# ---- hour_counter ----
Fig. 1: hour_counter, zoomed window
Region (19, 0) to (44, 25) um. Cells in grey, sequential cells in the stronger grey; small squares are vias.
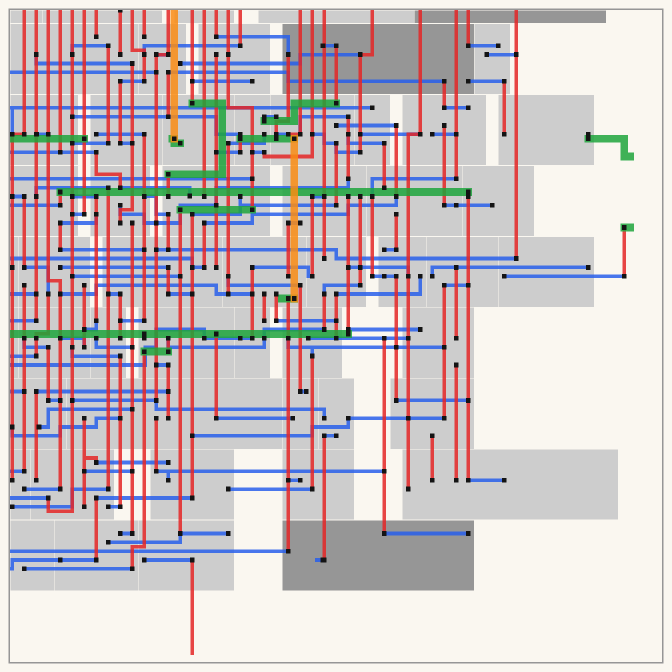
Fig. 2: hour_counter, routed metal, one colour a layer
Two of the layers only.
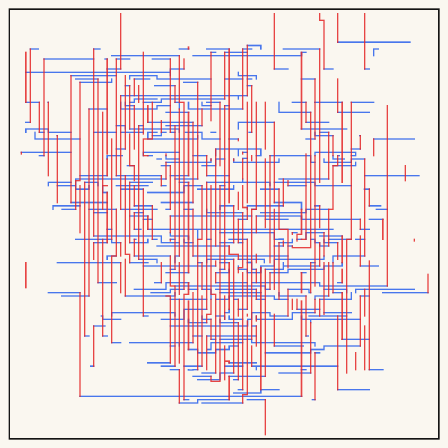
### config.mk
export PLATFORM = sky130hd
export DESIGN_NAME = hour_counter
export DESIGN_NICKNAME = d
export VERILOG_FILES = /design/src/rtl/hour_counter.sv
export SDC_FILE = /design/constraint.sdc
export NUM_CORES = 1
export LEC_CHECK = 0
export ABC_AREA = 0
export CAP_MARGIN = 40
export CORE_UTILIZATION = 57
export CTS_BUF_LIST = sky130_fd_sc_hd__clkbuf_4 sky130_fd_sc_hd__clkbuf_8
export CTS_CLUSTER_DIAMETER = 60
export DETAILED_ROUTE_END_ITERATION = 10
export HOLD_SLACK_MARGIN = 0.1
export PLACE_DENSITY = 0.92
export SYNTH_ARGS = -nofsm -noshare
export SYNTH_HDL_FRONTEND = slang
export SYNTH_SLANG_ARGS = --single-unit
### constraint.sdc
create_clock -name clk -period 4.2 [get_ports clk]
set_input_delay 1.26 -clock clk [delete_from_list [all_inputs] [get_ports clk]]
set_output_delay 1.26 -clock clk [all_outputs]
set_load 0.02 [all_outputs]
### src/rtl/hour_counter.sv
// Hours stage of the digital clock: 24-hour binary timekeeping with registered
// BCD display in 24h or 12h format, a PM flag and a day-rollover pulse.
module hour_counter #(
  parameter int RESET_HOUR = 0
) (
  input  logic       clk,
  input  logic       rst,
  input  logic       enable_hr,
  input  logic       mode_12h,
  output logic [3:0] hr_units,
  output logic [1:0] hr_tens,
  output logic       pm,
  output logic       carry_day
);

  localparam logic [4:0] LAST_HOUR = 5'd23;
  localparam logic [4:0] RST_HOUR  = 5'(RESET_HOUR);

  logic [4:0] hour_q, hour_d;
  logic       carry_day_q, carry_day_d;
  logic [3:0] hr_units_q, hr_units_d;
  logic [1:0] hr_tens_q, hr_tens_d;
  logic       pm_q, pm_d;

  // Map an internal 0..23 hour to {tens, units} BCD for the selected format.
  function automatic logic [5:0] decode_bcd(input logic [4:0] h, input logic m12);
    logic [4:0] disp;
    logic [1:0] tens;
    logic [3:0] units;
    disp = h;
    if (m12) begin
      if (h == 5'd0)       disp = 5'd12;
      else if (h > 5'd12)  disp = h - 5'd12;
    end
    if (disp >= 5'd20) begin
      tens  = 2'd2;
      units = 4'(disp - 5'd20);
    end else if (disp >= 5'd10) begin
      tens  = 2'd1;
      units = 4'(disp - 5'd10);
    end else begin
      tens  = 2'd0;
      units = disp[3:0];
    end
    return {tens, units};
  endfunction

  // Display decodes the next-state hour so it tracks an increment with no extra lag.
  always_comb begin
    hour_d      = hour_q;
    carry_day_d = 1'b0;
    if (rst) begin
      hour_d = RST_HOUR;
    end else if (enable_hr) begin
      carry_day_d = (hour_q == LAST_HOUR);
      hour_d      = carry_day_d ? 5'd0 : hour_q + 5'd1;
    end
    {hr_tens_d, hr_units_d} = decode_bcd(hour_d, mode_12h);
    pm_d = (hour_d >= 5'd12);
  end

  always_ff @(posedge clk) begin
    if (rst) begin
      hour_q      <= RST_HOUR;
      carry_day_q <= 1'b0;
    end else begin
      hour_q      <= hour_d;
      carry_day_q <= carry_day_d;
    end
    hr_units_q <= hr_units_d;
    hr_tens_q  <= hr_tens_d;
    pm_q       <= pm_d;
  end

  assign hr_units  = hr_units_q;
  assign hr_tens   = hr_tens_q;
  assign pm        = pm_q;
  assign carry_day = carry_day_q;

endmodule

==> flow_summary.ini <==
; flow metrics
[place]
detailedPlace.worstSlack_ns = -0.0996

[pwr]
design_power_total_uw = 314
powerClk_uw = 87.8
comb_power_share_pct = 28.5

[run_status]
run_status = complete, but fails checks
failing_checks = design-rule violations

[floorplanning]
floorplan.die.width_um = 43.6
die_y_um = 43.6

[grt]
grtUsageTotal_pct = 27.2

[synth]
postSynthRegisterBits = 13
adder_share_pct = 7.62

[route]
postRouteWirelength_um = 2270
detailed_routed_wire_length_on_met2_um = 1210
vias_per_cell = 6.23
route.detailed.drc = 2
drt_iter0_drc = 57

[sta]
min_period_ns = 4.04

[critical_path]
worst_path_dominant_cell_family = AND-OR/OR-AND gates
worst_setup_path_startpoint = enable_hr

[clock_tree]
tritoncts_num_sinks = 13
holdBufCountCts = 0
About Fig. 1:
legend:
  red:
    layer: metal 2
  orange:
    layer: metal 4
  blue:
    layer: metal 1
  green:
    layer: metal 3
netlist names of flops here include: `hour_q` (1), `pm` (1)
cells with their middle in the window: 45
sequential cells in the window: 2
most frequent: buf_4 (4), a211oi_1 (3), clkdlybuf4s50_1 (3)

About Fig. 2:
legend:
  blue:
    layer: metal 1
    wire_length: 906 um
  red:
    layer: metal 2
    wire_length: 1,210 um

final cells by class:
class	instances	area [um^2]	area share, %
Multi-Input combinational cell	76	639	52.8
Inverter	10	37.5	3.10
Tap cell	16	20.0	1.65
Timing Repair Buffer	26	223	18.4
Clock buffer	4	30.0	2.48
Sequential cell	13	260	21.5
Yosys cell counts, types with 3 or more instances:
| cell | instances |
|---|---|
| a211oi_1 | 3 |
| a21oi_1 | 3 |
| buf_6 | 4 |
| dfxtp_1 | 13 |
| ha_1 | 6 |
| inv_1 | 9 |
| nand2_1 | 4 |
| nor2_1 | 9 |
| nor3_1 | 3 |
| o21ai_0 | 5 |

# ---- mdio_link_monitor_flat ----
Fig. 3: mdio_link_monitor_flat, zoomed window
Region (67, 14) to (92, 39) um. Cells in grey, sequential cells in the stronger grey; small squares are vias.
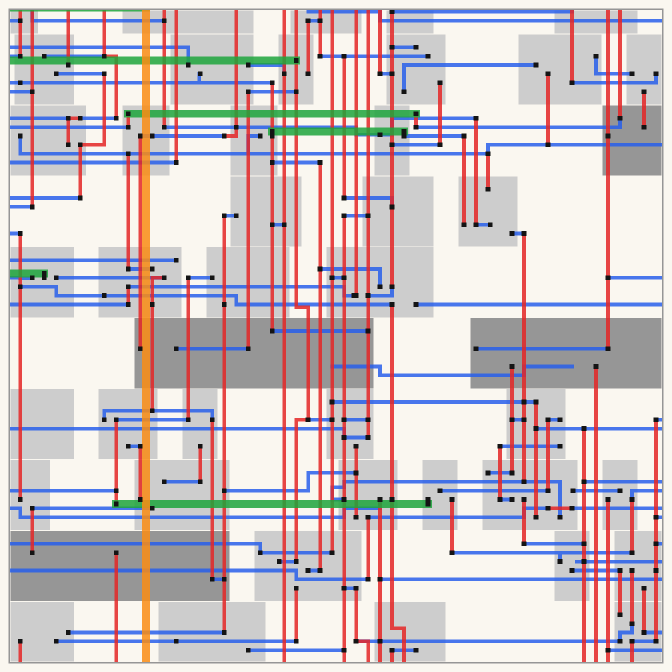
Fig. 4: mdio_link_monitor_flat, supply network
Scale bar: 20 um. Pins as bars on the die edge. Tap cells in grey.
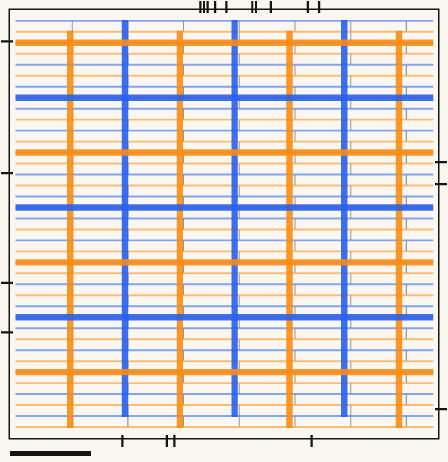
Fig. 5: mdio_link_monitor_flat, register map, names as in the netlist
Other sequential cells in the stronger grey, the rest of the logic in the fainter grey.
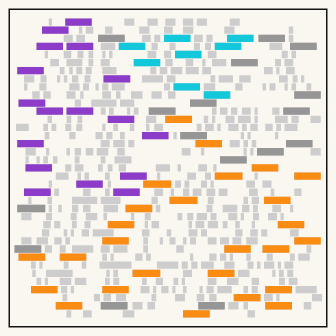
--- src/rtl/mdio_pkg.sv ---
// Shared types and constants for the MDIO link-status poller.
// State encoding is fixed so debug captures and checkers decode it the same way.
package mdio_pkg;

    typedef enum logic [2:0] {
        ST_IDLE  = 3'd0,
        ST_START = 3'd1,
        ST_BUSY  = 3'd2,
        ST_EVAL  = 3'd3,
        ST_WAIT  = 3'd4
    } state_t;

    localparam int TIMEOUT_CNT_W = 8;
    // Debounce run counters saturate at 15, the largest UP_CNT/DOWN_CNT allowed.
    localparam int RUN_W = 4;

    function automatic logic [RUN_W-1:0] run_inc(input logic [RUN_W-1:0] run);
        return (run == {RUN_W{1'b1}}) ? run : run + RUN_W'(1);
    endfunction

endpackage

--- src/rtl/mdio_link_monitor_if.sv ---
// Trigger/completion bus between the link poller and the mdio_set transaction engine.
interface mdio_link_monitor_if;
    // Handshake: the master raises mdio_set_start_flag for exactly one cycle to start a
    // transaction; the slave answers with a one-cycle mdio_set_end_flag, and mdio_link_flag
    // is meaningful only in that cycle. At most one transaction is outstanding at a time.
    logic mdio_set_start_flag;
    logic mdio_set_end_flag;
    logic mdio_link_flag;

    modport master (
        output mdio_set_start_flag,
        input  mdio_set_end_flag,
        input  mdio_link_flag
    );

    modport slave (
        input  mdio_set_start_flag,
        output mdio_set_end_flag,
        output mdio_link_flag
    );
endinterface

--- src/rtl/mdio_link_debounce.sv ---
// Turns per-poll link samples into a stable link level using separate up/down run lengths.
module mdio_link_debounce
    import mdio_pkg::*;
#(
    parameter int unsigned UP_CNT   = 2,
    parameter int unsigned DOWN_CNT = 3
) (
    input  logic sys_clk,
    input  logic sys_rst_n,
    input  logic sample_valid,
    input  logic sample,
    output logic link_up,
    output logic link_change
);

    logic [RUN_W-1:0] up_run;
    logic [RUN_W-1:0] down_run;
    logic [RUN_W-1:0] up_nxt;
    logic [RUN_W-1:0] down_nxt;

    always_comb begin
        up_nxt   = run_inc(up_run);
        down_nxt = run_inc(down_run);
    end

    always_ff @(posedge sys_clk or negedge sys_rst_n) begin
        if (!sys_rst_n) begin
            up_run      <= '0;
            down_run    <= '0;
            link_up     <= 1'b0;
            link_change <= 1'b0;
        end else begin
            link_change <= 1'b0;
            if (sample_valid) begin
                if (sample) begin
                    down_run <= '0;
                    up_run   <= up_nxt;
                    if (!link_up && (up_nxt >= RUN_W'(UP_CNT))) begin
                        link_up     <= 1'b1;
                        link_change <= 1'b1;
                    end
                end else begin
                    up_run   <= '0;
                    down_run <= down_nxt;
                    if (link_up && (down_nxt >= RUN_W'(DOWN_CNT))) begin
                        link_up     <= 1'b0;
                        link_change <= 1'b1;
                    end
                end
            end
        end
    end

endmodule

--- src/rtl/mdio_link_monitor.sv ---
// Periodic PHY link poller: triggers mdio_set, times out stuck polls, debounces link state.
module mdio_link_monitor
    import mdio_pkg::*;
#(
    parameter int unsigned POLL_PERIOD = 50_000_000,
    parameter int unsigned TIMEOUT     = 100_000,
    parameter int unsigned UP_CNT      = 2,
    parameter int unsigned DOWN_CNT    = 3
) (
    input  logic                     sys_clk,
    input  logic                     sys_rst_n,
    input  logic                     enable,
    input  logic                     poll_now,
    mdio_link_monitor_if.master      mdio,
    output logic                     link_up,
    output logic                     link_change,
    output logic                     poll_timeout,
    output logic [TIMEOUT_CNT_W-1:0] timeout_cnt,
    output state_t                   state_dbg
);

    localparam int PER_W = $clog2(POLL_PERIOD);
    localparam int TO_W  = $clog2(TIMEOUT);

    state_t           state;
    logic             start_q;
    logic             sample;
    logic [PER_W-1:0] per_cnt;
    logic [TO_W-1:0]  busy_cnt;

    assign mdio.mdio_set_start_flag = start_q;
    assign state_dbg                = state;

    always_ff @(posedge sys_clk or negedge sys_rst_n) begin
        if (!sys_rst_n) begin
            state        <= ST_IDLE;
            start_q      <= 1'b0;
            sample       <= 1'b0;
            per_cnt      <= '0;
            busy_cnt     <= '0;
            poll_timeout <= 1'b0;
            timeout_cnt  <= '0;
        end else begin
            start_q      <= 1'b0;
            poll_timeout <= 1'b0;
            case (state)
                ST_IDLE: begin
                    if (enable) begin
                        state   <= ST_START;
                        start_q <= 1'b1;
                    end
                end
                ST_START: begin
                    busy_cnt <= '0;
                    state    <= ST_BUSY;
                end
                // A real completion on the terminal count takes priority over the timeout.
                ST_BUSY: begin
                    if (mdio.mdio_set_end_flag) begin
                        sample <= mdio.mdio_link_flag;
                        state  <= ST_EVAL;
                    end else if (busy_cnt == TO_W'(TIMEOUT - 1)) begin
                        sample       <= 1'b0;
                        poll_timeout <= 1'b1;
                        if (timeout_cnt != {TIMEOUT_CNT_W{1'b1}})
                            timeout_cnt <= timeout_cnt + TIMEOUT_CNT_W'(1);
                        state <= ST_EVAL;
                    end else begin
                        busy_cnt <= busy_cnt + TO_W'(1);
                    end
                end
                ST_EVAL: begin
                    per_cnt <= '0;
                    state   <= enable ? ST_WAIT : ST_IDLE;
                end
                ST_WAIT: begin
                    if (!enable) begin
                        state <= ST_IDLE;
                    end else if (poll_now || (per_cnt == PER_W'(POLL_PERIOD - 1))) begin
                        state   <= ST_START;
                        start_q <= 1'b1;
                    end else begin
                        per_cnt <= per_cnt + PER_W'(1);
                    end
                end
                default: state <= ST_IDLE;
            endcase
        end
    end

    mdio_link_debounce #(
        .UP_CNT   (UP_CNT),
        .DOWN_CNT (DOWN_CNT)
    ) u_debounce (
        .sys_clk      (sys_clk),
        .sys_rst_n    (sys_rst_n),
        .sample_valid (state == ST_EVAL),
        .sample       (sample),
        .link_up      (link_up),
        .link_change  (link_change)
    );

endmodule
--- src/flat_wrapper.sv ---
// flat-port wrapper written by rule: the top's interface ports become plain ports
module mdio_link_monitor_flat import mdio_pkg::*;
#(
    parameter int unsigned POLL_PERIOD = 50_000_000,
    parameter int unsigned TIMEOUT     = 100_000,
    parameter int unsigned UP_CNT      = 2,
    parameter int unsigned DOWN_CNT    = 3
)
  (sys_clk, sys_rst_n, enable, poll_now, link_up, link_change, poll_timeout, timeout_cnt, state_dbg, mdio_mdio_set_start_flag, mdio_mdio_set_end_flag, mdio_mdio_link_flag);
  mdio_link_monitor_if mdio_i ();
  input  logic sys_clk;
  input  logic sys_rst_n;
  input  logic enable;
  input  logic poll_now;
  output logic link_up;
  output logic link_change;
  output logic poll_timeout;
  output logic [TIMEOUT_CNT_W-1:0] timeout_cnt;
  output state_t state_dbg;
  output wire logic [$bits(mdio_i.mdio_set_start_flag)-1:0] mdio_mdio_set_start_flag;
  input wire logic [$bits(mdio_i.mdio_set_end_flag)-1:0] mdio_mdio_set_end_flag;
  input wire logic [$bits(mdio_i.mdio_link_flag)-1:0] mdio_mdio_link_flag;
  assign mdio_mdio_set_start_flag = mdio_i.mdio_set_start_flag;
  assign mdio_i.mdio_set_end_flag = mdio_mdio_set_end_flag;
  assign mdio_i.mdio_link_flag = mdio_mdio_link_flag;
  mdio_link_monitor #(.POLL_PERIOD(POLL_PERIOD), .TIMEOUT(TIMEOUT), .UP_CNT(UP_CNT), .DOWN_CNT(DOWN_CNT)) u_core (.sys_clk(sys_clk), .sys_rst_n(sys_rst_n), .enable(enable), .poll_now(poll_now), .mdio(mdio_i), .link_up(link_up), .link_change(link_change), .poll_timeout(poll_timeout), .timeout_cnt(timeout_cnt), .state_dbg(state_dbg));
endmodule
--- config.mk ---
export PLATFORM = sky130hd
export DESIGN_NAME = mdio_link_monitor_flat
export DESIGN_NICKNAME = d
export VERILOG_FILES = /design/src/rtl/mdio_pkg.sv /design/src/rtl/mdio_link_monitor_if.sv /design/src/rtl/mdio_link_debounce.sv /design/src/rtl/mdio_link_monitor.sv /design/src/flat_wrapper.sv
export SDC_FILE = /design/constraint.sdc
export NUM_CORES = 1
export LEC_CHECK = 0
export CAP_MARGIN = 40
export CELL_PAD_IN_SITES_DETAIL_PLACEMENT = 1
export CELL_PAD_IN_SITES_GLOBAL_PLACEMENT = 2
export CORE_UTILIZATION = 34
export DETAILED_ROUTE_END_ITERATION = 8
export GPL_TIMING_DRIVEN = 0
export PLACE_DENSITY_LB_ADDON = 0.08
export SLEW_MARGIN = 5
export SYNTH_ARGS = -nofsm -noshare
export SYNTH_HDL_FRONTEND = slang
export SYNTH_HIERARCHICAL = 1
export SYNTH_SLANG_ARGS = --single-unit
export TNS_END_PERCENT = 50
--- constraint.sdc ---
create_clock -name sys_clk -period 2 [get_ports sys_clk]
set_input_delay 0.4 -clock sys_clk [delete_from_list [all_inputs] [get_ports sys_clk]]
set_output_delay 0.4 -clock sys_clk [all_outputs]
set_load 0.01 [all_outputs]
==> flow_summary.ini <==
; flow metrics
[run_status]
run_status = finished, final reports clean

[hold_path]
timing.hold.worst_endpoint = u_core/state_dbg[2]$_DFFE_PN0P_

[cells_and_area]
nNonClkBuffers = 55
bufAreaShareNonClock_pct = 11.1
utilization_pct = 44.5
largestRegisters = u_core/per_cnt (26), u_core/busy_cnt (17), u_core/timeout_cnt (8)

[grt]
first_global_vias = 3254
grt_max_degree = 40
grtUsageTotal_pct = 18.8

[floorplanning]
fp_util_pct = 35.3
die_y_um = 106

[synth]
synth_cell_type_count = 61

[route]
detailed_routed_wire_length_on_met2_um = 4420

[run]
warnings = 29

[critical_path]
critPathMaxStageDelay_ns = 0.53

[pwr]
power.combinational.total_mw = 1.43
About Fig. 3:
legend:
  green:
    layer: metal 3
  orange:
    layer: metal 4
  blue:
    layer: metal 1
  red:
    layer: metal 2
sequential cells in the window: 3
most frequent: nand2_1 (4)
netlist names of flops here include: `u_core/per_cnt` (3)
cells with their middle in the window: 37

About Fig. 4:
legend:
  orange:
    net: VSS
  blue:
    net: VDD
met1 rails: 38
tap cells: 136
signal pins: 21

About Fig. 5:
legend:
  cyan:
    name_in_the_netlist: `u_core/timeout_cnt`
    sequential_cells: 8
    where: top middle
  purple:
    name_in_the_netlist: `u_core/busy_cnt`
    sequential_cells: 17
  orange:
    name_in_the_netlist: `u_core/per_cnt`
    sequential_cells: 26
not coloured: 16

==> cells in the final DEF (no fill, tap or decap), types with 6 or more instances in the layout <==
cell / n
dfrtp_1: 62
nor2_1: 36
nand2_1: 32
o21ai_0: 27
buf_4: 24
nand4_1: 23
clkdlybuf4s50_1: 17
nand3_1: 17
xnor2_1: 16
a21oi_1: 14
clkbuf_8: 10
and2_1: 8
xor2_1: 8
nor3_1: 8
inv_1: 7
nand2b_1: 6
and4_1: 6
a31oi_1: 6
and3_1: 6

# ---- acumulador_suma ----
Fig. 6: acumulador_suma, routed metal, one colour a layer
Two of the layers only.
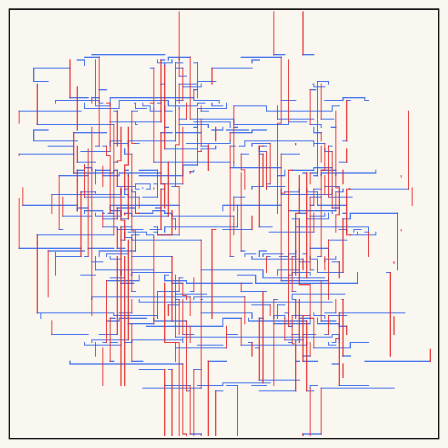
Fig. 7: acumulador_suma, zoomed window
Region (28, 1) to (53, 26) um. Cells in grey, sequential cells in the stronger grey; small squares are vias.
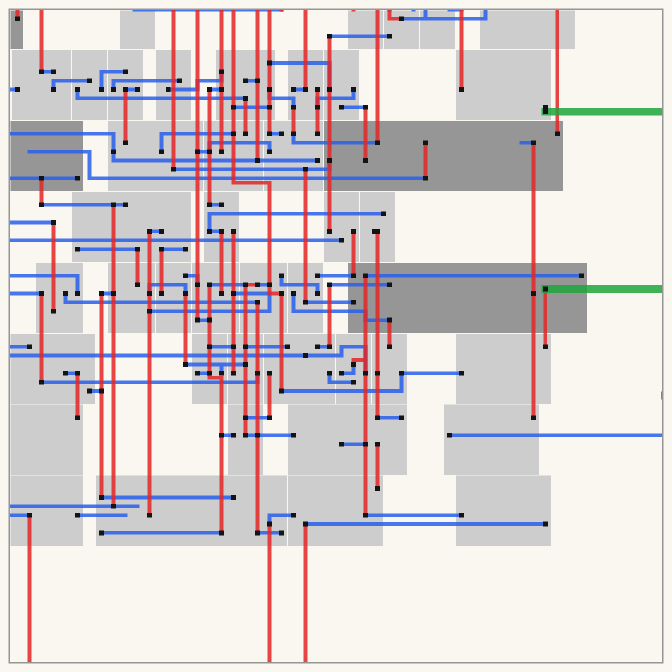
File: src/rtl/acumulador_pkg.sv
// Shared definitions for the accumulator stage that sits downstream of sumador2bits.
package acumulador_pkg;

    typedef enum logic {
        ST_ACCUM = 1'b0,
        ST_HOLD  = 1'b1
    } state_t;

    // Width of one adder result {Cout,S}
    localparam int SAMPLE_W = 3;

endpackage

File: src/rtl/acumulador_suma_contador_muestras.sv
// Frame sample counter; tc flags the increment that completes the frame.
module contador_muestras #(
    parameter int N_SAMPLES = 64,
    parameter int CNT_W     = $clog2(N_SAMPLES + 1)
) (
    input  logic             clk,
    input  logic             rst_n,
    input  logic             inc,
    input  logic             clr,
    output logic [CNT_W-1:0] count,
    output logic             tc
);

    localparam logic [CNT_W-1:0] LAST = CNT_W'(N_SAMPLES - 1);

    // clr wins over inc so a frame abort never leaves a stray count of 1
    always_ff @(posedge clk or negedge rst_n) begin
        if (!rst_n) begin
            count <= '0;
        end else if (clr) begin
            count <= '0;
        end else if (inc) begin
            count <= count + CNT_W'(1);
        end
    end

    assign tc = inc && (count == LAST);

endmodule

File: src/rtl/acumulador_suma.sv
// Accumulates N_SAMPLES adder results and hands the frame total off over valid/ready.
module acumulador_suma
    import acumulador_pkg::*;
#(
    parameter int ACC_W     = 8,
    parameter int N_SAMPLES = 64,
    parameter int CNT_W     = $clog2(N_SAMPLES + 1)
) (
    input  logic             clk,
    input  logic             rst_n,
    input  logic             clr,
    input  logic             in_valid,
    output logic             in_ready,
    input  logic             Cout,
    input  logic [1:0]       S,
    output logic [ACC_W-1:0] acc,
    output logic             ovf,
    output logic [CNT_W-1:0] count,
    output logic             out_valid,
    input  logic             out_ready
);

    localparam int SUM_W = ACC_W + 1;

    state_t             state;
    logic               accept;
    logic               handoff;
    logic               frame_clr;
    logic               tc;
    logic [SAMPLE_W-1:0] sample;
    logic [SUM_W-1:0]   sum;

    assign sample    = {Cout, S};
    assign accept    = in_valid && (state == ST_ACCUM) && !clr;
    assign handoff   = out_ready && (state == ST_HOLD) && !clr;
    assign frame_clr = clr || handoff;

    // Extra MSB of the adder is the wrap indicator for the sticky ovf flag
    assign sum = {1'b0, acc} + SUM_W'(sample);

    // Handshake flags come straight from the state register, never from inputs
    assign in_ready  = (state == ST_ACCUM);
    assign out_valid = (state == ST_HOLD);

    contador_muestras #(
        .N_SAMPLES (N_SAMPLES),
        .CNT_W     (CNT_W)
    ) u_contador (
        .clk   (clk),
        .rst_n (rst_n),
        .inc   (accept),
        .clr   (frame_clr),
        .count (count),
        .tc    (tc)
    );

    // NOTE: state and datapath registers use non-blocking assignments so every
    // flop samples pre-edge values regardless of statement order.
    always_ff @(posedge clk or negedge rst_n) begin
        if (!rst_n) begin
            state <= ST_ACCUM;
            acc   <= '0;
            ovf   <= 1'b0;
        end else if (clr) begin
            state <= ST_ACCUM;
            acc   <= '0;
            ovf   <= 1'b0;
        end else begin
            case (state)
                ST_ACCUM: begin
                    if (accept) begin
                        acc <= sum[ACC_W-1:0];
                        ovf <= ovf | sum[ACC_W];
                        if (tc) begin
                            state <= ST_HOLD;
                        end
                    end
                end
                ST_HOLD: begin
                    if (handoff) begin
                        state <= ST_ACCUM;
                        acc   <= '0;
                        ovf   <= 1'b0;
                    end
                end
                default: state <= ST_ACCUM;
            endcase
        end
    end

endmodule

File: config.mk
export PLATFORM = sky130hd
export DESIGN_NAME = acumulador_suma
export DESIGN_NICKNAME = d
export VERILOG_FILES = /design/src/rtl/acumulador_pkg.sv /design/src/rtl/acumulador_suma_contador_muestras.sv /design/src/rtl/acumulador_suma.sv
export SDC_FILE = /design/constraint.sdc
export NUM_CORES = 1
export LEC_CHECK = 0
export ABC_AREA = 1
export CAP_MARGIN = 20
export CORE_MARGIN = 3
export CORE_UTILIZATION = 45
export DETAILED_ROUTE_END_ITERATION = 12
export PLACE_DENSITY = 0.72
export SLEW_MARGIN = 30
export SYNTH_ARGS = -nofsm -noshare
export SYNTH_HDL_FRONTEND = slang
export SYNTH_HIERARCHICAL = 1
export SYNTH_SLANG_ARGS = --single-unit
File: constraint.sdc
create_clock -name clk -period 3.3 [get_ports clk]
set_input_delay 0.495 -clock clk [delete_from_list [all_inputs] [get_ports clk]]
set_output_delay 0.495 -clock clk [all_outputs]
set_load 0.005 [all_outputs]
==> flow_summary.ini <==
; flow metrics
[critical_path]
worst_r2r_startpoint = out_valid$_DFF_PN0_
critical_path_arrival_ns = 1.35

[synth]
adder_share_pct = 6.73
async_reset_ff_share_pct = 100
mappedNetlistNets = 148
main_combinational_cell_family_by_area_after_synthesis = simple AND/OR/NAND/NOR gates
postSynthRegisterBits = 17

[route]
vias_per_cell = 5.08
antenna_violating_nets_post_route = 0

[cells_and_area]
drive_gt1_share_pct = 11.7
comb_area_um2 = 541
area.share.sequential_pct = 31.7
layout_top_cells = nand2_1 (43), clkdlybuf4s50_1 (25), dfrtp_1 (17)

[sta]
finalClockSkew_ns = 0.000629

[run_status]
run_status = finished, final reports clean
About Fig. 6:
legend:
  red:
    layer: metal 2
    wire_length: 1,130 um
  blue:
    layer: metal 1
    wire_length: 1,100 um

About Fig. 7:
legend:
  red:
    layer: metal 2
  blue:
    layer: metal 1
  green:
    layer: metal 3
most frequent: nand2_1 (13), clkdlybuf4s50_1 (8), nand3_1 (4)
netlist names of flops here include: `acc` (2)
sequential cells in the window: 2
cells with their middle in the window: 43

## state kept, by name (all words and copies together) (netlist names)
| name | cells |
|---|---|
| out_valid | 1 |
| ovf | 1 |
| acc | 8 |
| u_contador/count | 7 |
## worst reg2reg max path: cells and delay by family, from the launching register on
kind            cells  cell delay (ns)
compound gates      1             0.14
buf+inv             2             0.24
flops               1             0.43
simple gates        4             0.73
## layer usage
metal | GRT usage, % | up-vias
li1 | - | 491
met1 | 25.0 | 450
met2 | 31.9 | 23
met3 | 5.82 | 2
met4 | 3.73 | 0
met5 | 0 | -

# ---- barrel_op_pipe32 ----
Fig. 8: barrel_op_pipe32, routing congestion
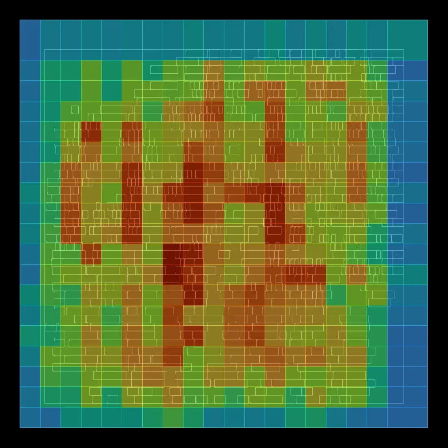
`config.mk`:
```
export PLATFORM = sky130hd
export DESIGN_NAME = barrel_op_pipe32
export DESIGN_NICKNAME = d
export VERILOG_FILES = /design/src/rtl/barrel_op_pipe32.sv
export SDC_FILE = /design/constraint.sdc
export NUM_CORES = 1
export LEC_CHECK = 0
export CAP_MARGIN = 30
export CORE_MARGIN = 8
export CORE_UTILIZATION = 48
export DETAILED_ROUTE_END_ITERATION = 10
export PLACE_DENSITY = 0.7
export SYNTH_ARGS = -nofsm -noshare
export SYNTH_HDL_FRONTEND = slang
export SYNTH_SLANG_ARGS = --single-unit
```
`constraint.sdc`:
```
create_clock -name clk -period 7.18 [get_ports clk]
set_input_delay 1.077 -clock clk [delete_from_list [all_inputs] [get_ports clk]]
set_output_delay 1.077 -clock clk [all_outputs]
set_load 0.03 [all_outputs]
```
`src/rtl/barrel_op_pipe32.sv`:
```
// barrel_op_pipe32: two-stage shift/rotate pipeline with valid/ready flow control.
// Stage 1 decodes each op into a left-rotate amount plus a keep-mask.
// Stage 2 rotates through a log2 cascade, masks, and registers y/err/zero.
// Optional feature: define BARREL_OP_SRA_EN to enable op 100 (arithmetic
// right shift); without it op 100 is reported as illegal and no sign fill exists.
module barrel_op_pipe32 #(
  parameter int CNT_W = 16
) (
  input  logic             clk,
  input  logic             reset,
  input  logic             in_valid,
  output logic             in_ready,
  input  logic [2:0]       op,
  input  logic [31:0]      a,
  input  logic [4:0]       amt,
  output logic             out_valid,
  input  logic             out_ready,
  output logic [31:0]      y,
  output logic             err,
  output logic             zero,
  output logic [CNT_W-1:0] op_count
);

  localparam logic [31:0] ALL_ONES = 32'hFFFF_FFFF;

  // Stage 1 (decode) registers
  logic        s1_valid_reg;
  logic [31:0] s1_a_reg;
  logic [4:0]  s1_rot_reg;
  logic [31:0] s1_mask_reg;
  logic        s1_err_reg;
`ifdef BARREL_OP_SRA_EN
  logic        s1_fill_reg;
  logic        dec_fill;
`endif

  // Stage 2 (result) registers
  logic             s2_valid_reg;
  logic [31:0]      y_reg;
  logic             err_reg;
  logic             zero_reg;
  logic [CNT_W-1:0] count_reg;

  // Decode outputs and flow control
  logic [4:0]  neg_amt;
  logic [4:0]  dec_rot;
  logic [31:0] dec_mask;
  logic        dec_err;
  logic        s1_adv;
  logic        s2_adv;
  logic [31:0] y_next;
  logic [31:0] rot_stage [6];

  // A stage moves when it is empty or its downstream consumer takes its content.
  assign s2_adv   = !s2_valid_reg || out_ready;
  assign s1_adv   = !s1_valid_reg || s2_adv;
  assign in_ready = !s1_valid_reg || !s2_valid_reg || out_ready;

  // Right shifts and rotates become left rotates by (32 - amt) mod 32.
  assign neg_amt = ~amt + 5'd1;

  // Translate the opcode into rotate amount, keep-mask and error flag.
  always_comb begin
    dec_rot  = amt;
    dec_mask = ALL_ONES;
    dec_err  = 1'b0;
`ifdef BARREL_OP_SRA_EN
    dec_fill = 1'b0;
`endif
    case (op)
      3'b000: begin
        dec_rot = amt;
      end
      3'b001: begin
        dec_rot = neg_amt;
      end
      3'b010: begin
        dec_mask = ALL_ONES << amt;
      end
      3'b011: begin
        dec_rot  = neg_amt;
        dec_mask = ALL_ONES >> amt;
      end
`ifdef BARREL_OP_SRA_EN
      3'b100: begin
        dec_rot  = neg_amt;
        dec_mask = ALL_ONES >> amt;
        dec_fill = a[31];
      end
`endif
      default: begin
        // Illegal ops pass the operand through untouched and flag an error.
        dec_rot = 5'd0;
        dec_err = 1'b1;
      end
    endcase
  end

  // Stage 1 register: load a new command whenever the stage advances.
  always_ff @(posedge clk) begin
    if (reset) begin
      s1_valid_reg <= 1'b0;
    end else if (s1_adv) begin
      s1_valid_reg <= in_valid;
      s1_a_reg     <= a;
      s1_rot_reg   <= dec_rot;
      s1_mask_reg  <= dec_mask;
      s1_err_reg   <= dec_err;
`ifdef BARREL_OP_SRA_EN
      s1_fill_reg  <= dec_fill;
`endif
    end
  end

  // Rotate-left cascade: bit gi of the amount enables a rotate by 2**gi.
  assign rot_stage[0] = s1_a_reg;
  generate
    for (genvar gi = 0; gi < 5; gi++) begin : g_rot
      localparam int SH = 1 << gi;
      assign rot_stage[gi+1] = s1_rot_reg[gi]
          ? ((rot_stage[gi] << SH) | (rot_stage[gi] >> (32 - SH)))
          : rot_stage[gi];
    end
  endgenerate

  // Masked-off bits are cleared, or sign-filled for arithmetic right shifts.
`ifdef BARREL_OP_SRA_EN
  assign y_next = (rot_stage[5] & s1_mask_reg) | ({32{s1_fill_reg}} & ~s1_mask_reg);
`else
  assign y_next = rot_stage[5] & s1_mask_reg;
`endif

  // Stage 2 register: capture the result; hold it while the output is stalled.
  always_ff @(posedge clk) begin
    if (reset) begin
      s2_valid_reg <= 1'b0;
      y_reg        <= 32'd0;
      err_reg      <= 1'b0;
      zero_reg     <= 1'b0;
    end else if (s2_adv) begin
      s2_valid_reg <= s1_valid_reg;
      y_reg        <= y_next;
      err_reg      <= s1_err_reg;
      zero_reg     <= (y_next == 32'd0);
    end
  end

  // Count output handshakes; wraps naturally at 2**CNT_W.
  always_ff @(posedge clk) begin
    if (reset) begin
      count_reg <= '0;
    end else if (s2_valid_reg && out_ready) begin
      count_reg <= count_reg + 1'b1;
    end
  end

  assign out_valid = s2_valid_reg;
  assign y         = y_reg;
  assign err       = err_reg;
  assign zero      = zero_reg;
  assign op_count  = count_reg;

endmodule

```
==> flow_summary.ini <==
; flow metrics
[floorplanning]
io_pins = 96
floorplan.die.width_um = 138

[clock_tree]
tritoncts_num_sinks = 122
cts_clk_pin_slew_worst_paths_ns = 0.05

[synth]
netlist_top_cells_count = nand2_1 (105), edfxtp_1 (70), nor2_1 (65)
post_synth_mux_area_share_pct = 22.4
seq_area_frac_synth_pct = 44.1
mappedNetlistNets = 717
ys_area_um2 = 7120
synth_cell_type_count = 54
netlist_area_um2 = 7120

[cells_and_area]
design_area_um2 = 8730
bufAreaShareNonClock_pct = 11.7

[pwr]
comb_power_share_pct = 21.9
power.combinational.total_uw = 466
switching_power_of_the_nets_uw = 612
power.density_nw_per_um2 = 244
powerClk_uw = 848

[route]
drt_iter0_drc = 467

[run_status]
run_status = finished, final reports clean

[grt]
grt_pass1_wl_um = 29100

[hold_path]
whs_path_depth = 2
hold_path.startpoint = y[18]$_SDFFE_PP0P_
timing.hold.worst_endpoint = y[18]$_SDFFE_PP0P_

[critical_path]
path_max_fanout = 46
worst_r2r_startpoint = s1_rot_reg[1]$_DFFE_PP_
critPathLaunchType = input pin

[sta]
finalHoldViolCount = 0
## Picture notes: Fig. 8
met1 demand-to-capacity share in global routing: 26.4%
GR Util All Layers: 20.0%
Routed WL per cell: 20.0 um
global routing usage on met2: 31.4%
global routing usage on met3: 4.89%

[critical path, stage by stage]
cell and delay, ns:
clkdlybuf4s50_1 0.47, nor2b_4 0.22, buf_12 0.25, nand2_1 0.08, clkdlybuf4s50_1 0.60
[stage by stage]
stage | hold WS [ns] | setup WS, ns
after global placement | 0.440 | 2.99
after detailed placement | 0.446 | 2.97
after CTS | 0.452 | 2.95
after floorplan | 0.486 | 1.79
after global routing | 0.475 | 3.36
final | 0.451 | 3.41


==> screenshots <==
Routing congestion.
Plate I
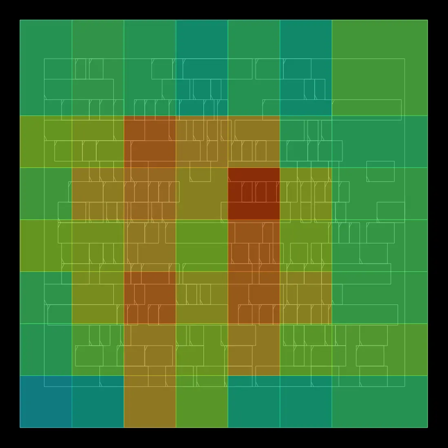
Plate II
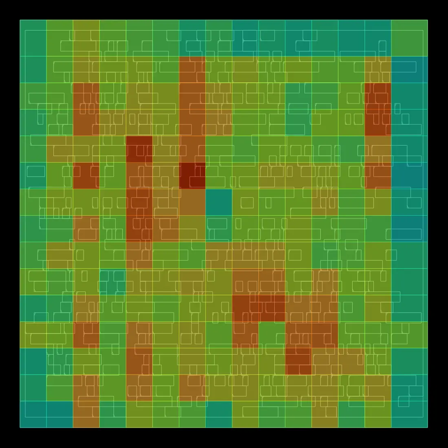
Plate III
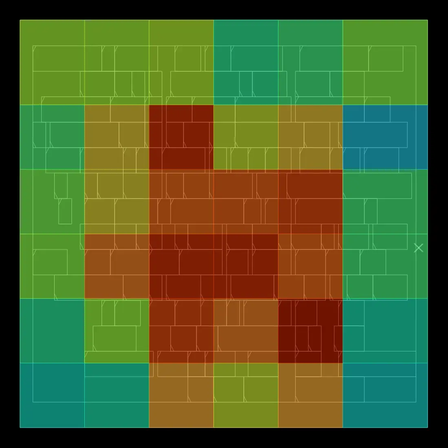
- least wire per cell: Plate I
- lowest utilization: Plate II
| picture | from |
|---|---|
| Plate I | acumulador_suma |
| Plate III | hour_counter |
| Plate II | mdio_link_monitor_flat |


==> layout pictures side by side <==
Supply network.
picture 1
Scale bar: 10 um. Pins as bars on the die edge. Tap cells in grey.
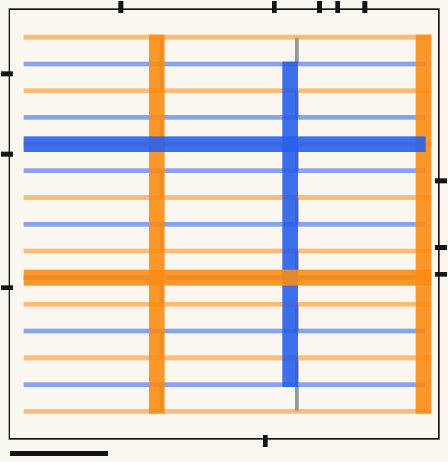
picture 2
Scale bar: 50 um. Pins as bars on the die edge. Tap cells in grey.
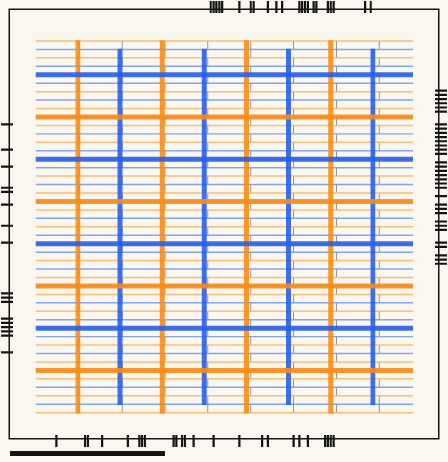
picture 3
Scale bar: 20 um. Pins as bars on the die edge. Tap cells in grey.
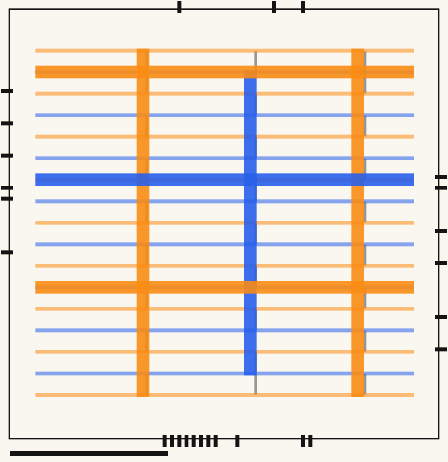
acumulador_suma is picture 3.
hour_counter is picture 1.
barrel_op_pipe32 is picture 2.
Of these, largest die: picture 2
Of these, most pins: picture 2

Key to picture 3:
legend:
  blue:
    net: VDD
  orange:
    net: VSS
rows: 16
met4 straps: 3
met1 rails: 17

